==================== block 1
--- config.mk ---
export PLATFORM = sky130hd
export DESIGN_NAME = fetch_redirect_ctrl_flat
export DESIGN_NICKNAME = d
export VERILOG_FILES = /design/src/rtl/otter_pkg.sv /design/src/rtl/fetch_redirect_ctrl_if.sv /design/src/rtl/fetch_stat_counters.sv /design/src/rtl/fetch_redirect_ctrl.sv /design/src/flat_wrapper.sv
export SDC_FILE = /design/constraint.sdc
export NUM_CORES = 1
export LEC_CHECK = 0
export CORE_MARGIN = 1.5
export CORE_UTILIZATION = 52
export CTS_CLUSTER_DIAMETER = 80
export CTS_CLUSTER_SIZE = 10
export DETAILED_ROUTE_END_ITERATION = 7
export DONT_BUFFER_PORTS = 1
export GPL_TIMING_DRIVEN = 0
export MAX_ROUTING_LAYER = met4
export PLACE_DENSITY = 0.67
export RECOVER_POWER = 50
export SKIP_CTS_REPAIR_TIMING = 1
export SLEW_MARGIN = 20
export SYNTH_ARGS = -nofsm -noshare
export SYNTH_HDL_FRONTEND = slang
export SYNTH_HIERARCHICAL = 1
export SYNTH_SLANG_ARGS = --single-unit
--- constraint.sdc ---
create_clock -name CLK -period 4.2 [get_ports CLK]
set_input_delay 0.84 -clock CLK [delete_from_list [all_inputs] [get_ports CLK]]
set_output_delay 0.84 -clock CLK [all_outputs]
set_load 0.01 [all_outputs]
--- src/rtl/otter_pkg.sv ---
// Shared types for the fetch-redirect control slice: PC mux select codes,
// redirect-controller states and small helper functions.
package otter_pkg;

  localparam int XLEN = 32;

  typedef enum logic [2:0] {
    PCSRC_PC4    = 3'd0,
    PCSRC_JALR   = 3'd1,
    PCSRC_BRANCH = 3'd2,
    PCSRC_JAL    = 3'd3,
    PCSRC_MTVEC  = 3'd4,
    PCSRC_MEPC   = 3'd5
  } pc_src_t;

  typedef enum logic [1:0] {
    RUN   = 2'd0,
    DRAIN = 2'd1,
    TRAP  = 2'd2
  } fr_state_t;

  // Fixed redirect priority: JALR > JAL > BRANCH > MRET.
  function automatic pc_src_t redirect_sel(input logic jalr, input logic jal,
                                           input logic br, input logic mret);
    pc_src_t sel;
    sel = PCSRC_PC4;
    if (jalr)      sel = PCSRC_JALR;
    else if (jal)  sel = PCSRC_JAL;
    else if (br)   sel = PCSRC_BRANCH;
    else if (mret) sel = PCSRC_MEPC;
    return sel;
  endfunction

  // Increment that sticks at all-ones instead of wrapping.
  function automatic logic [XLEN-1:0] sat_inc(input logic [XLEN-1:0] v);
    return (v == '1) ? v : v + 1'b1;
  endfunction

endpackage

--- src/rtl/fetch_redirect_ctrl_if.sv ---
// Bundle of EX/hazard/CSR inputs and PC/pipeline control outputs of the
// fetch redirect controller. Optional statistics outputs exist only when
// FETCH_STATS_EN is defined.
interface fetch_redirect_ctrl_if;
  import otter_pkg::*;

  logic            EX_VALID;
  logic            EX_JALR;
  logic            EX_JAL;
  logic            EX_BR_TAKEN;
  logic            EX_MRET;
  logic [XLEN-1:0] EX_PC;
  logic            LOAD_USE_STALL;
  logic            INTR;
  logic            MIE;
  logic [XLEN-1:0] PC_ADDRESS;

  logic [2:0]      PC_SOURCE;
  logic            PC_WRITE;
  logic            IFID_WRITE;
  logic            IFID_FLUSH;
  logic            IDEX_FLUSH;
  logic            TRAP_TAKEN;
  logic [XLEN-1:0] TRAP_EPC;
  logic [XLEN-1:0] FETCH_PC;
`ifdef FETCH_STATS_EN
  logic [XLEN-1:0] STAT_REDIRECTS;
  logic [XLEN-1:0] STAT_STALLS;
  logic [XLEN-1:0] STAT_TRAPS;
`endif

  // Controller side.
  modport master (
    input  EX_VALID, EX_JALR, EX_JAL, EX_BR_TAKEN, EX_MRET, EX_PC,
           LOAD_USE_STALL, INTR, MIE, PC_ADDRESS,
    output PC_SOURCE, PC_WRITE, IFID_WRITE, IFID_FLUSH, IDEX_FLUSH,
           TRAP_TAKEN, TRAP_EPC, FETCH_PC
`ifdef FETCH_STATS_EN
    , output STAT_REDIRECTS, STAT_STALLS, STAT_TRAPS
`endif
  );

  // Pipeline / PC side.
  modport slave (
    output EX_VALID, EX_JALR, EX_JAL, EX_BR_TAKEN, EX_MRET, EX_PC,
           LOAD_USE_STALL, INTR, MIE, PC_ADDRESS,
    input  PC_SOURCE, PC_WRITE, IFID_WRITE, IFID_FLUSH, IDEX_FLUSH,
           TRAP_TAKEN, TRAP_EPC, FETCH_PC
`ifdef FETCH_STATS_EN
    , input STAT_REDIRECTS, STAT_STALLS, STAT_TRAPS
`endif
  );
endinterface

--- src/rtl/fetch_stat_counters.sv ---
// Three saturating event counters (EX redirects, load-use stall cycles,
// traps taken). Each updates at the edge that closes the counted cycle.
module fetch_stat_counters
  import otter_pkg::*;
(
  input  logic            CLK,
  input  logic            RST,
  input  logic            inc_redirect_i,
  input  logic            inc_stall_i,
  input  logic            inc_trap_i,
  output logic [XLEN-1:0] stat_redirects_o,
  output logic [XLEN-1:0] stat_stalls_o,
  output logic [XLEN-1:0] stat_traps_o
);

  logic [XLEN-1:0] redirects_q, stalls_q, traps_q;

  // Counter registers with synchronous clear.
  always_ff @(posedge CLK) begin
    if (RST) begin
      redirects_q <= '0;
      stalls_q    <= '0;
      traps_q     <= '0;
    end else begin
      if (inc_redirect_i) redirects_q <= sat_inc(redirects_q);
      if (inc_stall_i)    stalls_q    <= sat_inc(stalls_q);
      if (inc_trap_i)     traps_q     <= sat_inc(traps_q);
    end
  end

  assign stat_redirects_o = redirects_q;
  assign stat_stalls_o    = stalls_q;
  assign stat_traps_o     = traps_q;

endmodule

--- src/rtl/fetch_redirect_ctrl.sv ---
// Fetch redirect controller: drives the PC mux select/write and IF/ID, ID/EX
// hold/flush from EX redirects, load-use stalls and interrupt entry.
// Interrupt entry holds fetch for DRAIN_CYCLES cycles before selecting MTVEC.
// Optional feature macro: FETCH_STATS_EN (adds saturating event counters).
module fetch_redirect_ctrl
  import otter_pkg::*;
#(
  parameter int unsigned DRAIN_CYCLES = 2
) (
  input  logic                  CLK,
  input  logic                  RST,
  fetch_redirect_ctrl_if.master bus
);

  fr_state_t       state_q;
  logic [3:0]      drain_cnt_q;
  logic [XLEN-1:0] epc_q;
  logic [XLEN-1:0] fetch_pc_q;
  logic            intr_pend_q;

  logic redirect, stall, accept;

  assign redirect = bus.EX_VALID &
                    (bus.EX_JALR | bus.EX_JAL | bus.EX_BR_TAKEN | bus.EX_MRET);
  assign stall    = bus.LOAD_USE_STALL;
  assign accept   = intr_pend_q & bus.MIE & bus.EX_VALID;

  // Control outputs, combinational from state and inputs; reset forces a
  // held, flushed pipeline.
  always_comb begin
    // NOTE: every output gets a default first so no path leaves one unassigned
    // (which would infer a latch).
    bus.PC_SOURCE  = PCSRC_PC4;
    bus.PC_WRITE   = 1'b0;
    bus.IFID_WRITE = 1'b0;
    bus.IFID_FLUSH = 1'b1;
    bus.IDEX_FLUSH = 1'b1;
    bus.TRAP_TAKEN = 1'b0;
    if (!RST) begin
      unique case (state_q)
        RUN: begin
          if (redirect) begin
            bus.PC_SOURCE  = redirect_sel(bus.EX_JALR, bus.EX_JAL,
                                          bus.EX_BR_TAKEN, bus.EX_MRET);
            bus.PC_WRITE   = 1'b1;
            bus.IFID_WRITE = 1'b1;
          end else if (stall) begin
            bus.IFID_FLUSH = 1'b0;
          end else if (!accept) begin
            bus.PC_WRITE   = 1'b1;
            bus.IFID_WRITE = 1'b1;
            bus.IFID_FLUSH = 1'b0;
            bus.IDEX_FLUSH = 1'b0;
          end
        end
        DRAIN: ;
        TRAP: begin
          bus.PC_SOURCE  = PCSRC_MTVEC;
          bus.PC_WRITE   = 1'b1;
          bus.IFID_WRITE = 1'b1;
          bus.TRAP_TAKEN = 1'b1;
        end
        default: ;
      endcase
    end
  end

  // Controller state machine plus interrupt sampling, epc and fetch-PC trace.
  always_ff @(posedge CLK) begin
    // NOTE: non-blocking assignments so every register samples pre-edge values.
    if (RST) begin
      state_q     <= RUN;
      drain_cnt_q <= '0;
      epc_q       <= '0;
      fetch_pc_q  <= '0;
      intr_pend_q <= 1'b0;
    end else begin
      fetch_pc_q  <= bus.PC_ADDRESS;
      intr_pend_q <= bus.INTR;
      unique case (state_q)
        RUN: begin
          if (!redirect && !stall && accept) begin
            epc_q       <= bus.EX_PC;
            drain_cnt_q <= 4'(DRAIN_CYCLES - 1);
            state_q     <= DRAIN;
          end
        end
        DRAIN: begin
          if (drain_cnt_q == '0) state_q <= TRAP;
          else                   drain_cnt_q <= drain_cnt_q - 1'b1;
        end
        TRAP: begin
          intr_pend_q <= 1'b0;
          state_q     <= RUN;
        end
        default: state_q <= RUN;
      endcase
    end
  end

  assign bus.TRAP_EPC = epc_q;
  assign bus.FETCH_PC = fetch_pc_q;

`ifdef FETCH_STATS_EN
  logic inc_redirect, inc_stall, inc_trap;

  assign inc_redirect = !RST && (state_q == RUN) && redirect;
  assign inc_stall    = !RST && (state_q == RUN) && !redirect && stall;
  assign inc_trap     = !RST && (state_q == TRAP);

  fetch_stat_counters u_stats (
    .CLK              (CLK),
    .RST              (RST),
    .inc_redirect_i   (inc_redirect),
    .inc_stall_i      (inc_stall),
    .inc_trap_i       (inc_trap),
    .stat_redirects_o (bus.STAT_REDIRECTS),
    .stat_stalls_o    (bus.STAT_STALLS),
    .stat_traps_o     (bus.STAT_TRAPS)
  );
`endif

endmodule

--- src/flat_wrapper.sv ---
// flat-port wrapper written by rule: the top's interface ports become plain ports
module fetch_redirect_ctrl_flat import otter_pkg::*;
#(
  parameter int unsigned DRAIN_CYCLES = 2
)
  (CLK, RST, bus_EX_VALID, bus_EX_JALR, bus_EX_JAL, bus_EX_BR_TAKEN, bus_EX_MRET, bus_EX_PC, bus_LOAD_USE_STALL, bus_INTR, bus_MIE, bus_PC_ADDRESS, bus_PC_SOURCE, bus_PC_WRITE, bus_IFID_WRITE, bus_IFID_FLUSH, bus_IDEX_FLUSH, bus_TRAP_TAKEN, bus_TRAP_EPC, bus_FETCH_PC);
  fetch_redirect_ctrl_if bus_i ();
  input  logic CLK;
  input  logic RST;
  input wire logic [$bits(bus_i.EX_VALID)-1:0] bus_EX_VALID;
  input wire logic [$bits(bus_i.EX_JALR)-1:0] bus_EX_JALR;
  input wire logic [$bits(bus_i.EX_JAL)-1:0] bus_EX_JAL;
  input wire logic [$bits(bus_i.EX_BR_TAKEN)-1:0] bus_EX_BR_TAKEN;
  input wire logic [$bits(bus_i.EX_MRET)-1:0] bus_EX_MRET;
  input wire logic [$bits(bus_i.EX_PC)-1:0] bus_EX_PC;
  input wire logic [$bits(bus_i.LOAD_USE_STALL)-1:0] bus_LOAD_USE_STALL;
  input wire logic [$bits(bus_i.INTR)-1:0] bus_INTR;
  input wire logic [$bits(bus_i.MIE)-1:0] bus_MIE;
  input wire logic [$bits(bus_i.PC_ADDRESS)-1:0] bus_PC_ADDRESS;
  output wire logic [$bits(bus_i.PC_SOURCE)-1:0] bus_PC_SOURCE;
  output wire logic [$bits(bus_i.PC_WRITE)-1:0] bus_PC_WRITE;
  output wire logic [$bits(bus_i.IFID_WRITE)-1:0] bus_IFID_WRITE;
  output wire logic [$bits(bus_i.IFID_FLUSH)-1:0] bus_IFID_FLUSH;
  output wire logic [$bits(bus_i.IDEX_FLUSH)-1:0] bus_IDEX_FLUSH;
  output wire logic [$bits(bus_i.TRAP_TAKEN)-1:0] bus_TRAP_TAKEN;
  output wire logic [$bits(bus_i.TRAP_EPC)-1:0] bus_TRAP_EPC;
  output wire logic [$bits(bus_i.FETCH_PC)-1:0] bus_FETCH_PC;
  assign bus_i.EX_VALID = bus_EX_VALID;
  assign bus_i.EX_JALR = bus_EX_JALR;
  assign bus_i.EX_JAL = bus_EX_JAL;
  assign bus_i.EX_BR_TAKEN = bus_EX_BR_TAKEN;
  assign bus_i.EX_MRET = bus_EX_MRET;
  assign bus_i.EX_PC = bus_EX_PC;
  assign bus_i.LOAD_USE_STALL = bus_LOAD_USE_STALL;
  assign bus_i.INTR = bus_INTR;
  assign bus_i.MIE = bus_MIE;
  assign bus_i.PC_ADDRESS = bus_PC_ADDRESS;
  assign bus_PC_SOURCE = bus_i.PC_SOURCE;
  assign bus_PC_WRITE = bus_i.PC_WRITE;
  assign bus_IFID_WRITE = bus_i.IFID_WRITE;
  assign bus_IFID_FLUSH = bus_i.IFID_FLUSH;
  assign bus_IDEX_FLUSH = bus_i.IDEX_FLUSH;
  assign bus_TRAP_TAKEN = bus_i.TRAP_TAKEN;
  assign bus_TRAP_EPC = bus_i.TRAP_EPC;
  assign bus_FETCH_PC = bus_i.FETCH_PC;
  fetch_redirect_ctrl #(.DRAIN_CYCLES(DRAIN_CYCLES)) u_core (.CLK(CLK), .RST(RST), .bus(bus_i));
endmodule
==================== block 2
===== src/rtl/usb_rx_packet_ctrl_pkg.sv =====
// Shared types, default parameters and the PID integrity check for the USB RX packet controller.
package usb_rx_pkg;

    typedef enum logic [2:0] {
        StIdle,
        StSync,
        StPid,
        StToken,
        StEopWait,
        StData,
        StDone,
        StError
    } rx_state_t;

    localparam logic [7:0]  SYNC_PATTERN_DEFAULT   = 8'h54;
    localparam int unsigned MAX_PAYLOAD_DEFAULT    = 64;
    localparam int unsigned TIMEOUT_CYCLES_DEFAULT = 1023;

    // A PID byte carries its own check nibble: the upper nibble is the inverse of the lower one.
    function automatic logic pid_ok(input logic [7:0] b);
        return b[7:4] == ~b[3:0];
    endfunction

endpackage


===== src/rtl/usb_rx_packet_ctrl_if.sv =====
// Byte-assembler/FIFO side signals of the RX packet controller.
interface usb_rx_packet_ctrl_if;
    logic       packet_type;
    logic       start;
    logic       byte_rcvd;
    logic [7:0] rcv_byte;
    logic       eop;
    logic       line_error;
    logic       clear;
    logic       rcving;
    logic [7:0] rx_data;
    logic       write_enable;
    logic       rcv_error;
    logic       rx_done;
    logic [3:0] pid;

    modport master (
        output packet_type, start, byte_rcvd, rcv_byte, eop, line_error,
        input  clear, rcving, rx_data, write_enable, rcv_error, rx_done, pid
    );

    modport slave (
        input  packet_type, start, byte_rcvd, rcv_byte, eop, line_error,
        output clear, rcving, rx_data, write_enable, rcv_error, rx_done, pid
    );
endinterface


===== src/rtl/usb_rx_timeout_timer.sv =====
// Inter-byte watchdog: counts idle cycles while enabled and flags the cycle whose count would
// reach the limit.
module usb_rx_timeout_timer #(
    parameter int unsigned TIMEOUT_CYCLES = 1023
) (
    input  logic clk,
    input  logic rst,
    input  logic i_clear,
    input  logic i_count_en,
    output logic o_expired
);
    localparam int unsigned CW = $clog2(TIMEOUT_CYCLES + 1);

    logic [CW-1:0] r_count;

    // Expiry is combinational so the error is taken on the very edge the count reaches the limit.
    assign o_expired = i_count_en && !i_clear && (r_count == CW'(TIMEOUT_CYCLES - 1));

    // Idle-cycle counter, cleared on every strobe and whenever the controller is not receiving.
    always_ff @(posedge clk) begin
        if (rst || i_clear || !i_count_en) begin
            r_count <= '0;
        end else if (r_count != CW'(TIMEOUT_CYCLES)) begin
            r_count <= r_count + 1'b1;
        end
    end
endmodule


===== src/rtl/usb_rx_packet_ctrl.sv =====
// Packet-level RX controller: SYNC/PID checking, token/data body sequencing, CRC16 stripping
// through a 2-deep hold pipe, and FIFO write / error / done signalling.
module usb_rx_packet_ctrl
    import usb_rx_pkg::*;
#(
    parameter logic [7:0]  SYNC_PATTERN   = SYNC_PATTERN_DEFAULT,
    parameter int unsigned MAX_PAYLOAD    = MAX_PAYLOAD_DEFAULT,
    parameter int unsigned TIMEOUT_CYCLES = TIMEOUT_CYCLES_DEFAULT
) (
    input logic                 clk,
    input logic                 rst,
    usb_rx_packet_ctrl_if.slave bus
);
    localparam int unsigned    PCW       = $clog2(MAX_PAYLOAD + 3);
    // Body bytes = payload + 2 CRC bytes; one more than this is an oversize packet.
    localparam logic [PCW-1:0] PAY_LIMIT = PCW'(MAX_PAYLOAD + 2);

    rx_state_t      r_state, w_state_next;
    logic [7:0]     r_hold0, w_hold0;        // oldest held byte
    logic [7:0]     r_hold1, w_hold1;
    logic [1:0]     r_hold_cnt, w_hold_cnt;
    logic [PCW-1:0] r_body_cnt, w_body_cnt;
    logic           r_tok_second, w_tok_second;
    logic           r_clear, w_clear;
    logic           r_rcving, w_rcving;
    logic [7:0]     r_rx_data, w_rx_data;
    logic           r_write, w_write;
    logic           r_rcv_error, w_rcv_error;
    logic           r_rx_done, w_rx_done;
    logic [3:0]     r_pid, w_pid;
    logic           w_fault, w_close, w_expired, w_count_en;

    assign w_count_en = r_state inside {StSync, StPid, StToken, StEopWait, StData};

    usb_rx_timeout_timer #(
        .TIMEOUT_CYCLES(TIMEOUT_CYCLES)
    ) u_timer (
        .clk       (clk),
        .rst       (rst),
        .i_clear   (bus.byte_rcvd),
        .i_count_en(w_count_en),
        .o_expired (w_expired)
    );

    // Next-state and next-output decode; aborts are applied last so they override any action.
    always_comb begin
        w_state_next = r_state;
        w_hold0      = r_hold0;
        w_hold1      = r_hold1;
        w_hold_cnt   = r_hold_cnt;
        w_body_cnt   = r_body_cnt;
        w_tok_second = r_tok_second;
        w_clear      = 1'b0;
        w_write      = 1'b0;
        w_rx_done    = 1'b0;
        w_rx_data    = r_rx_data;
        w_rcving     = r_rcving;
        w_rcv_error  = r_rcv_error;
        w_pid        = r_pid;
        w_fault      = 1'b0;
        w_close      = 1'b0;

        unique case (r_state)
            StIdle: begin
                if (bus.start) begin
                    w_state_next = StSync;
                    w_clear      = 1'b1;
                    w_rcv_error  = 1'b0;
                    w_rcving     = 1'b1;
                    w_hold_cnt   = 2'd0;
                    w_body_cnt   = '0;
                    w_tok_second = 1'b0;
                end
            end
            StSync: begin
                if (bus.byte_rcvd) begin
                    if (bus.rcv_byte == SYNC_PATTERN) w_state_next = StPid;
                    else                              w_fault      = 1'b1;
                end else if (bus.eop) begin
                    w_fault = 1'b1;
                end
            end
            StPid: begin
                if (bus.byte_rcvd) begin
                    if (pid_ok(bus.rcv_byte)) begin
                        w_pid        = bus.rcv_byte[3:0];
                        w_state_next = bus.packet_type ? StData : StToken;
                    end else begin
                        w_fault = 1'b1;
                    end
                end else if (bus.eop) begin
                    w_fault = 1'b1;
                end
            end
            StToken: begin
                if (bus.byte_rcvd) begin
                    w_write      = 1'b1;
                    w_rx_data    = bus.rcv_byte;
                    w_tok_second = 1'b1;
                    if (r_tok_second) w_state_next = StEopWait;
                end else if (bus.eop) begin
                    w_fault = 1'b1;
                end
            end
            StEopWait: begin
                if (bus.byte_rcvd)  w_fault = 1'b1;
                else if (bus.eop)   w_close = 1'b1;
            end
            StData: begin
                if (bus.byte_rcvd) begin
                    if (r_body_cnt >= PAY_LIMIT) begin
                        w_fault = 1'b1;
                    end else begin
                        w_body_cnt = r_body_cnt + 1'b1;
                        // Only a byte with two younger bytes behind it is known not to be CRC.
                        if (r_hold_cnt == 2'd2) begin
                            w_write   = 1'b1;
                            w_rx_data = r_hold0;
                            w_hold0   = r_hold1;
                            w_hold1   = bus.rcv_byte;
                        end else if (r_hold_cnt == 2'd1) begin
                            w_hold1    = bus.rcv_byte;
                            w_hold_cnt = 2'd2;
                        end else begin
                            w_hold0    = bus.rcv_byte;
                            w_hold_cnt = 2'd1;
                        end
                    end
                end else if (bus.eop) begin
                    if (r_hold_cnt == 2'd2) w_close = 1'b1;
                    else                    w_fault = 1'b1;
                end
            end
            StDone:  w_state_next = StIdle;
            StError: w_state_next = StIdle;
            default: w_state_next = StIdle;
        endcase

        if (r_state != StIdle && (bus.line_error || (bus.byte_rcvd && bus.eop) || w_expired)) begin
            w_fault = 1'b1;
        end

        if (w_fault) begin
            w_state_next = StError;
            w_write      = 1'b0;
            w_rx_data    = r_rx_data;
            w_pid        = r_pid;
            w_hold_cnt   = 2'd0;
            w_rcv_error  = 1'b1;
            w_rcving     = 1'b0;
        end else if (w_close) begin
            w_state_next = StDone;
            w_rx_done    = 1'b1;
            w_hold_cnt   = 2'd0;
            w_rcving     = 1'b0;
        end
    end

    // State, hold pipe and registered outputs.
    always_ff @(posedge clk) begin
        if (rst) begin
            r_state      <= StIdle;
            r_hold0      <= '0;
            r_hold1      <= '0;
            r_hold_cnt   <= '0;
            r_body_cnt   <= '0;
            r_tok_second <= 1'b0;
            r_clear      <= 1'b0;
            r_rcving     <= 1'b0;
            r_rx_data    <= '0;
            r_write      <= 1'b0;
            r_rcv_error  <= 1'b0;
            r_rx_done    <= 1'b0;
            r_pid        <= '0;
        end else begin
            r_state      <= w_state_next;
            r_hold0      <= w_hold0;
            r_hold1      <= w_hold1;
            r_hold_cnt   <= w_hold_cnt;
            r_body_cnt   <= w_body_cnt;
            r_tok_second <= w_tok_second;
            r_clear      <= w_clear;
            r_rcving     <= w_rcving;
            r_rx_data    <= w_rx_data;
            r_write      <= w_write;
            r_rcv_error  <= w_rcv_error;
            r_rx_done    <= w_rx_done;
            r_pid        <= w_pid;
        end
    end

    assign bus.clear        = r_clear;
    assign bus.rcving       = r_rcving;
    assign bus.rx_data      = r_rx_data;
    assign bus.write_enable = r_write;
    assign bus.rcv_error    = r_rcv_error;
    assign bus.rx_done      = r_rx_done;
    assign bus.pid          = r_pid;
endmodule

===== src/flat_wrapper.sv =====
// flat-port wrapper written by rule: the top's interface ports become plain ports
module usb_rx_packet_ctrl_flat import usb_rx_pkg::*;
#(
    parameter logic [7:0]  SYNC_PATTERN   = SYNC_PATTERN_DEFAULT,
    parameter int unsigned MAX_PAYLOAD    = MAX_PAYLOAD_DEFAULT,
    parameter int unsigned TIMEOUT_CYCLES = TIMEOUT_CYCLES_DEFAULT
)
  (clk, rst, bus_packet_type, bus_start, bus_byte_rcvd, bus_rcv_byte, bus_eop, bus_line_error, bus_clear, bus_rcving, bus_rx_data, bus_write_enable, bus_rcv_error, bus_rx_done, bus_pid);
  usb_rx_packet_ctrl_if bus_i ();
  input logic clk;
  input logic rst;
  input wire logic [$bits(bus_i.packet_type)-1:0] bus_packet_type;
  input wire logic [$bits(bus_i.start)-1:0] bus_start;
  input wire logic [$bits(bus_i.byte_rcvd)-1:0] bus_byte_rcvd;
  input wire logic [$bits(bus_i.rcv_byte)-1:0] bus_rcv_byte;
  input wire logic [$bits(bus_i.eop)-1:0] bus_eop;
  input wire logic [$bits(bus_i.line_error)-1:0] bus_line_error;
  output wire logic [$bits(bus_i.clear)-1:0] bus_clear;
  output wire logic [$bits(bus_i.rcving)-1:0] bus_rcving;
  output wire logic [$bits(bus_i.rx_data)-1:0] bus_rx_data;
  output wire logic [$bits(bus_i.write_enable)-1:0] bus_write_enable;
  output wire logic [$bits(bus_i.rcv_error)-1:0] bus_rcv_error;
  output wire logic [$bits(bus_i.rx_done)-1:0] bus_rx_done;
  output wire logic [$bits(bus_i.pid)-1:0] bus_pid;
  assign bus_i.packet_type = bus_packet_type;
  assign bus_i.start = bus_start;
  assign bus_i.byte_rcvd = bus_byte_rcvd;
  assign bus_i.rcv_byte = bus_rcv_byte;
  assign bus_i.eop = bus_eop;
  assign bus_i.line_error = bus_line_error;
  assign bus_clear = bus_i.clear;
  assign bus_rcving = bus_i.rcving;
  assign bus_rx_data = bus_i.rx_data;
  assign bus_write_enable = bus_i.write_enable;
  assign bus_rcv_error = bus_i.rcv_error;
  assign bus_rx_done = bus_i.rx_done;
  assign bus_pid = bus_i.pid;
  usb_rx_packet_ctrl #(.SYNC_PATTERN(SYNC_PATTERN), .MAX_PAYLOAD(MAX_PAYLOAD), .TIMEOUT_CYCLES(TIMEOUT_CYCLES)) u_core (.clk(clk), .rst(rst), .bus(bus_i));
endmodule

===== config.mk =====
export PLATFORM = sky130hd
export DESIGN_NAME = usb_rx_packet_ctrl_flat
export DESIGN_NICKNAME = d
export VERILOG_FILES = /design/src/rtl/usb_rx_packet_ctrl_pkg.sv /design/src/rtl/usb_rx_packet_ctrl_if.sv /design/src/rtl/usb_rx_timeout_timer.sv /design/src/rtl/usb_rx_packet_ctrl.sv /design/src/flat_wrapper.sv
export SDC_FILE = /design/constraint.sdc
export NUM_CORES = 1
export LEC_CHECK = 0
export ABC_AREA = 1
export CORE_ASPECT_RATIO = 1.4
export CORE_MARGIN = 4
export CORE_UTILIZATION = 45
export CTS_CLUSTER_SIZE = 40
export DETAILED_ROUTE_END_ITERATION = 16
export PLACE_DENSITY = 0.66
export SYNTH_ARGS = -nofsm -noshare
export SYNTH_HDL_FRONTEND = slang
export SYNTH_HIERARCHICAL = 1
export SYNTH_SLANG_ARGS = --single-unit

===== constraint.sdc =====
create_clock -name clk -period 2.55 [get_ports clk]
set_input_delay 0.51 -clock clk [delete_from_list [all_inputs] [get_ports clk]]
set_output_delay 0.51 -clock clk [all_outputs]
set_load 0.02 [all_outputs]

==================== block 3
[config.mk]
export PLATFORM = sky130hd
export DESIGN_NAME = smg_byte_fifo
export DESIGN_NICKNAME = d
export VERILOG_FILES = /design/src/rtl/smg_byte_fifo.sv
export SDC_FILE = /design/constraint.sdc
export NUM_CORES = 1
export LEC_CHECK = 0
export CAP_MARGIN = 20
export CORE_MARGIN = 5
export CORE_UTILIZATION = 59
export CTS_BUF_LIST = sky130_fd_sc_hd__clkbuf_8 sky130_fd_sc_hd__clkbuf_16
export DETAILED_ROUTE_END_ITERATION = 8
export PLACE_DENSITY = 0.85
export SETUP_SLACK_MARGIN = 0.2
export SLEW_MARGIN = 20
export SYNTH_ARGS = -nofsm -noshare
export SYNTH_HDL_FRONTEND = slang
export SYNTH_SLANG_ARGS = --single-unit
[constraint.sdc]
create_clock -name clk_50MHz -period 3.05 [get_ports clk_50MHz]
set_input_delay 0.61 -clock clk_50MHz [delete_from_list [all_inputs] [get_ports clk_50MHz]]
set_output_delay 0.61 -clock clk_50MHz [all_outputs]
set_load 0.02 [all_outputs]
[src/rtl/smg_byte_fifo.sv]
// Circular byte FIFO between the UART receiver and the seven-segment display.
// Each rising edge of rdsig_nextdata pops one byte into the held output register.
module smg_byte_fifo #(
  parameter int unsigned DEPTH     = 16,
  parameter int unsigned AW        = 4,
  parameter logic [7:0]  IDLE_BYTE = 8'h00
) (
  input  logic          clk_50MHz,
  input  logic          rst,
  input  logic          wr_en,
  input  logic [7:0]    wr_data,
  input  logic          rdsig_nextdata,
  output logic [7:0]    data,
  output logic          data_valid,
  output logic          empty,
  output logic          full,
  output logic [AW:0]   count,
  output logic          overflow,
  output logic          underflow
);

  if ((DEPTH < 2) || (DEPTH != (1 << AW))) begin : g_param_check
    $error("smg_byte_fifo: DEPTH must be a power of two >= 2 and equal 2**AW");
  end

  localparam logic [AW:0] DepthCount = (AW+1)'(DEPTH);

  logic [7:0]    mem [DEPTH];

  logic [AW-1:0] wr_ptr_q, wr_ptr_d;
  logic [AW-1:0] rd_ptr_q, rd_ptr_d;
  logic [AW:0]   count_q, count_d;
  logic          empty_q, empty_d;
  logic          full_q, full_d;
  logic [7:0]    data_q, data_d;
  logic          data_valid_q, data_valid_d;
  logic          overflow_q, overflow_d;
  logic          underflow_q, underflow_d;
  logic          req_q;

  logic          pop_req;
  logic          do_pop;
  logic          do_wr;

  // A held-high request produces exactly one pop; after reset req_q=0 so an
  // already-high level counts as an edge on the first cycle.
  assign pop_req = rdsig_nextdata & ~req_q;

  // When full, DEPTH >= 2 guarantees a pop is possible, so it frees the slot
  // this cycle's write lands in.
  assign do_pop  = pop_req & ~empty_q;
  assign do_wr   = wr_en & (~full_q | pop_req);

  always_comb begin
    wr_ptr_d     = wr_ptr_q;
    rd_ptr_d     = rd_ptr_q;
    data_d       = data_q;
    data_valid_d = data_valid_q;
    count_d      = count_q + (AW+1)'(do_wr) - (AW+1)'(do_pop);
    empty_d      = (count_d == '0);
    full_d       = (count_d == DepthCount);
    overflow_d   = wr_en & full_q & ~pop_req;
    underflow_d  = pop_req & empty_q;

    if (do_wr) begin
      wr_ptr_d = wr_ptr_q + AW'(1);
    end
    if (do_pop) begin
      rd_ptr_d     = rd_ptr_q + AW'(1);
      data_d       = mem[rd_ptr_q];
      data_valid_d = 1'b1;
    end
  end

  // Storage has no reset; a full-FIFO write hits mem[rd_ptr_q] on the same edge
  // that reads it, and the read sees the old byte.
  always_ff @(posedge clk_50MHz) begin
    if (do_wr) begin
      mem[wr_ptr_q] <= wr_data;
    end
  end

  always_ff @(posedge clk_50MHz or negedge rst) begin
    if (!rst) begin
      wr_ptr_q     <= '0;
      rd_ptr_q     <= '0;
      count_q      <= '0;
      empty_q      <= 1'b1;
      full_q       <= 1'b0;
      data_q       <= IDLE_BYTE;
      data_valid_q <= 1'b0;
      overflow_q   <= 1'b0;
      underflow_q  <= 1'b0;
      req_q        <= 1'b0;
    end else begin
      wr_ptr_q     <= wr_ptr_d;
      rd_ptr_q     <= rd_ptr_d;
      count_q      <= count_d;
      empty_q      <= empty_d;
      full_q       <= full_d;
      data_q       <= data_d;
      data_valid_q <= data_valid_d;
      overflow_q   <= overflow_d;
      underflow_q  <= underflow_d;
      req_q        <= rdsig_nextdata;
    end
  end

  assign data       = data_q;
  assign data_valid = data_valid_q;
  assign empty      = empty_q;
  assign full       = full_q;
  assign count      = count_q;
  assign overflow   = overflow_q;
  assign underflow  = underflow_q;

endmodule
### Clock wiring as the flow saved it, block 2

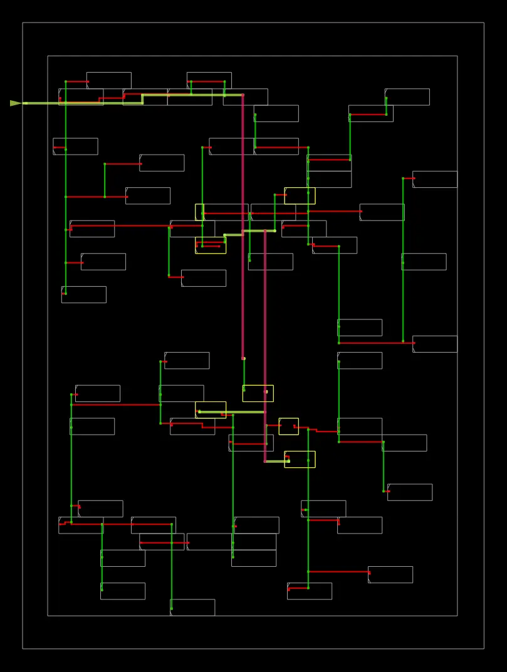
Clock Skew: 0.00848 ns
Num CTS Buffers: 5
Clk. pwr: 480 uW
Clock Latency Late Sink: 0.31 ns

### Clock wires, drivers and flops, block 2

Scale bar: 20 um.
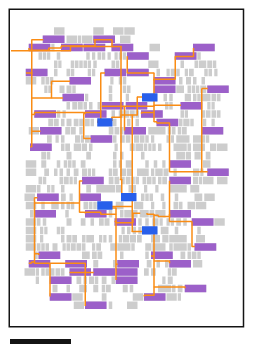
blue -> clock drivers  # count 5
purple -> flip-flops  # count 56
orange -> clock wires  # length 712 um
flops lie = all over the die
Clk network pwr share: 20.6%

==> flow_summary.yaml, block 2 <==
# implementation run metrics
placed_design:
  pre_cts_slack_ns: 0.0784
  place.port_buffers: 31
critical_path:
  slowest_delay_ns: 0.37
  r2r_cells: 13
  crit_family: "simple AND/OR/NAND/NOR gates"
sta:
  fmax_mhz: 436
  fin_ws_ns: 0.259
clock_network:
  cts.sinks: 56
  cts_setup_buffers: 0
cells_and_area:
  syn2layout_area_growth_pct: 16.5
  clock_area_share_pct: 2.38
  combGateArea_mm2: 0.00149
  drive_gt1_share_pct: 7.84
  nMultiInputCombCells: 302
yosys:
  synthAoiAreaFrac_pct: 13.4
  synth.most_common_cell: "nand2_1"
  xor_share_pct: 1.20
  netlist.area_leader.share_pct: 38.3
  synthTopCellsByCount: "nand2_1, inv_1, nor2_1, dfxtp_1, o21ai_0"
  netlist_area_mm2: 0.00293
power_and_ir_drop:
  power_leader: "sequential cells"
die:
  core_area_mm2: 0.00625
  io_pins: 32
  tap_cells: 72
  chipWidth_um: 76.2
grt:
  grt_max_degree: 24
status:
  outcome: "finished clean"
route:
  first_pass_iters: 4
worst_hold_path:
  hold_class: "reg -> reg"
flow_run:
  tool_warnings: 29
### Clock wires, drivers and flops, block 1

Scale bar: 20 um.
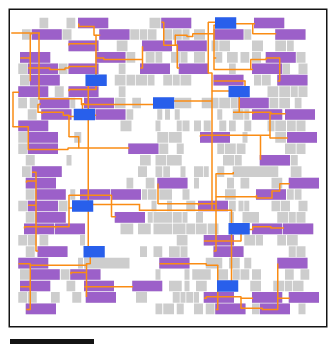
purple -> flip-flops  # count 71
orange -> clock wires  # length 800 um
blue -> clock drivers  # count 9
routed clock nets = 10

### Met3 routing, block 1

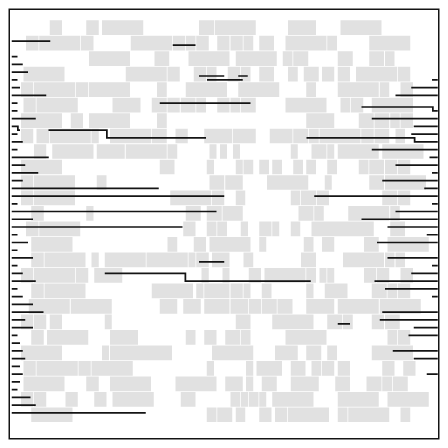
share of all routed wire = 9.4%
wire length on this layer = 587 um
main direction = horizontal
met3 usage: 6.83%
Vias: 2128

==> flow_summary.yaml, block 1 <==
# implementation run metrics
placed_design:
  pre_cts_slack_ns: 0.997
grt:
  overflow: 0
  grt_util_all_layers_pct: 21.6
yosys:
  synth_flops: 71
  synth-simple-area-share_pct: 21.6
  yosysWarnings: 6
sta:
  hold_slack_ns: 0.506
  finalSetupViolCount: 0
  tightest_slew_ns: 0.677
status:
  outcome: "finished clean"
die:
  die_h_um: 75.2
route:
  met2_length_um: 3020
  vias_per_cell: 5.78
cells_and_area:
  final_util_pct: 59.3
  comb_share_pct: 36.7
### Clock wires, drivers and flops, block 3

Scale bar: 20 um.
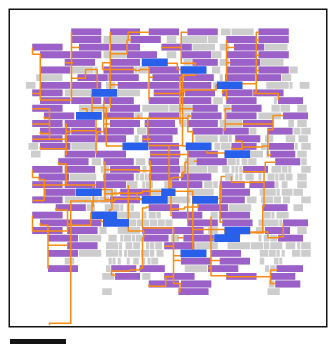
blue -> clock drivers  # count 17
orange -> clock wires  # length 1530 um
purple -> flip-flops  # count 155
routed clock nets = 18
Clk. pwr: 1.94 mW
Clock Skew: 0.00716 ns
Clk network pwr share: 27.9%
Clock Latency Late Sink: 0.52 ns

==> flow_summary.yaml, block 3 <==
# implementation run metrics
status:
  outcome: "finished clean"
clock_network:
  clockBufferDepth: 2
  cts_setup_buffers: 0
  cts.clk_slew.worst_paths_ns: 0.06
grt:
  gr-usage-met2_pct: 32.9
cells_and_area:
  mostFrequentLayoutCells: "edfxtp_1, clkdlybuf4s50_1, dfrtp_1, buf_4, mux4_2"
  drive_gt1_share_pct: 19.6
  n_all_inverters: 13
  seq_area_mm2: 0.00452
  nNetsFinal: 402
  largest_register_ffs: 128
  seq_share_pct: 62.1
yosys:
  top_area_cell: "edfxtp_1"
  synth-simple-area-share_pct: 4.24
  avgSynthCellArea_um2: 19.2
route:
  wl_per_cell_um: 22.4
  wl_um: 11800
  remaining_drc_errors: 0
  first_pass_iters: 4
power_and_ir_drop:
  cellPowerDensity_mw_per_mm2: 953
  power.total_mw: 6.94
critical_path:
  cp_num_buf_inv: 5
  slowest_delay_ns: 0.48
  cp-startpoint: "rdsig_nextdata"
  worstPathRequired_ns: 3.48
placed_design:
  place.port_buffers: 29
  placed_cells: 496
sta:
  maxSlewViolCount: 0
  maxSlewHeadroom_pct: 61.5
  fin_tns_setup_ns: 0
die:
  core.rowCount: 37


==> gallery <==
Close-up of the layout.
panel A
Region (36, 36) to (76, 76) um. Cells in gray, sequential cells in the stronger gray; small squares are vias.
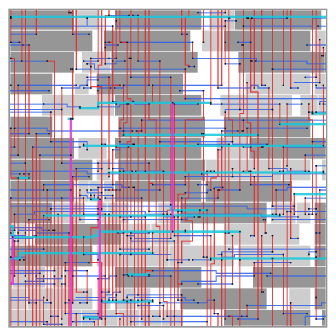
panel B
Region (18, 18) to (58, 58) um. Cells in gray, sequential cells in the stronger gray; small squares are vias.
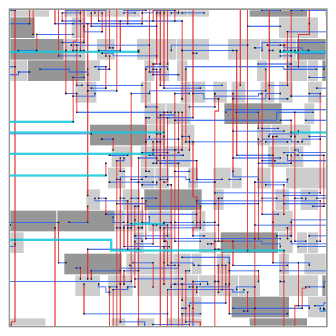
panel C
Region (18, 32) to (58, 72) um. Cells in gray, sequential cells in the stronger gray; small squares are vias.
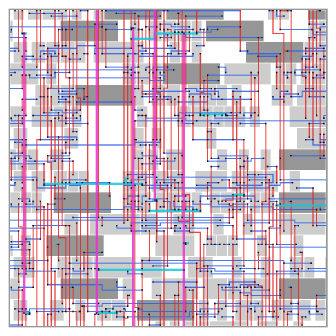
For block 2, see panel C.
For block 1, see panel B.
For block 3, see panel A.


==> gallery <==
Wiring heat map.
shot_01.png
Scale bar: 20 um. The die is cut into 22 by 22 equal tiles; white is low, dark blue is high, scaled to the fullest tile. Values are wire area over tile area, all layers added.
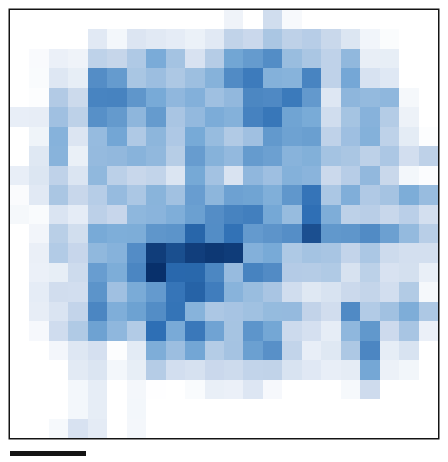
shot_02.png
Scale bar: 20 um. The die is cut into 15 by 15 equal tiles; white is low, dark blue is high, scaled to the fullest tile. Values are wire area over tile area, all layers added.
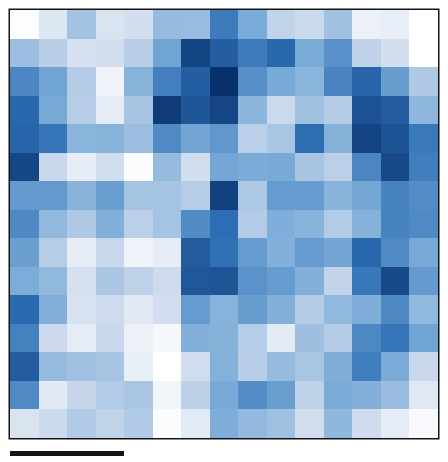
shot_03.png
Scale bar: 20 um. The die is cut into 15 by 21 equal tiles; white is low, dark blue is high, scaled to the fullest tile. Values are wire area over tile area, all layers added.
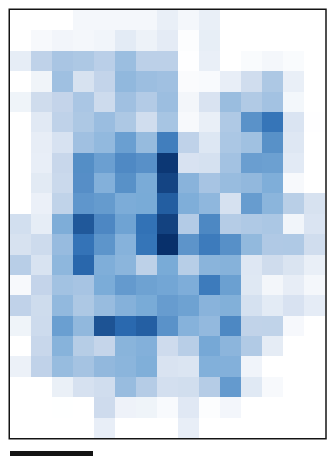
shot_01.png -> block 3
shot_02.png -> block 1
shot_03.png -> block 2
The one with the smallest die is shot_02.png.
The one with the largest die is shot_01.png.

Key to shot_03.png:
emptiest ninth of the die = bottom right
tiles over half the peak = 15%
densest ninth of the die = middle
fullest tile = 0.51
nearly empty tiles = 20%

Power figures rest on the tool's default switching activity, not on a simulated workload.
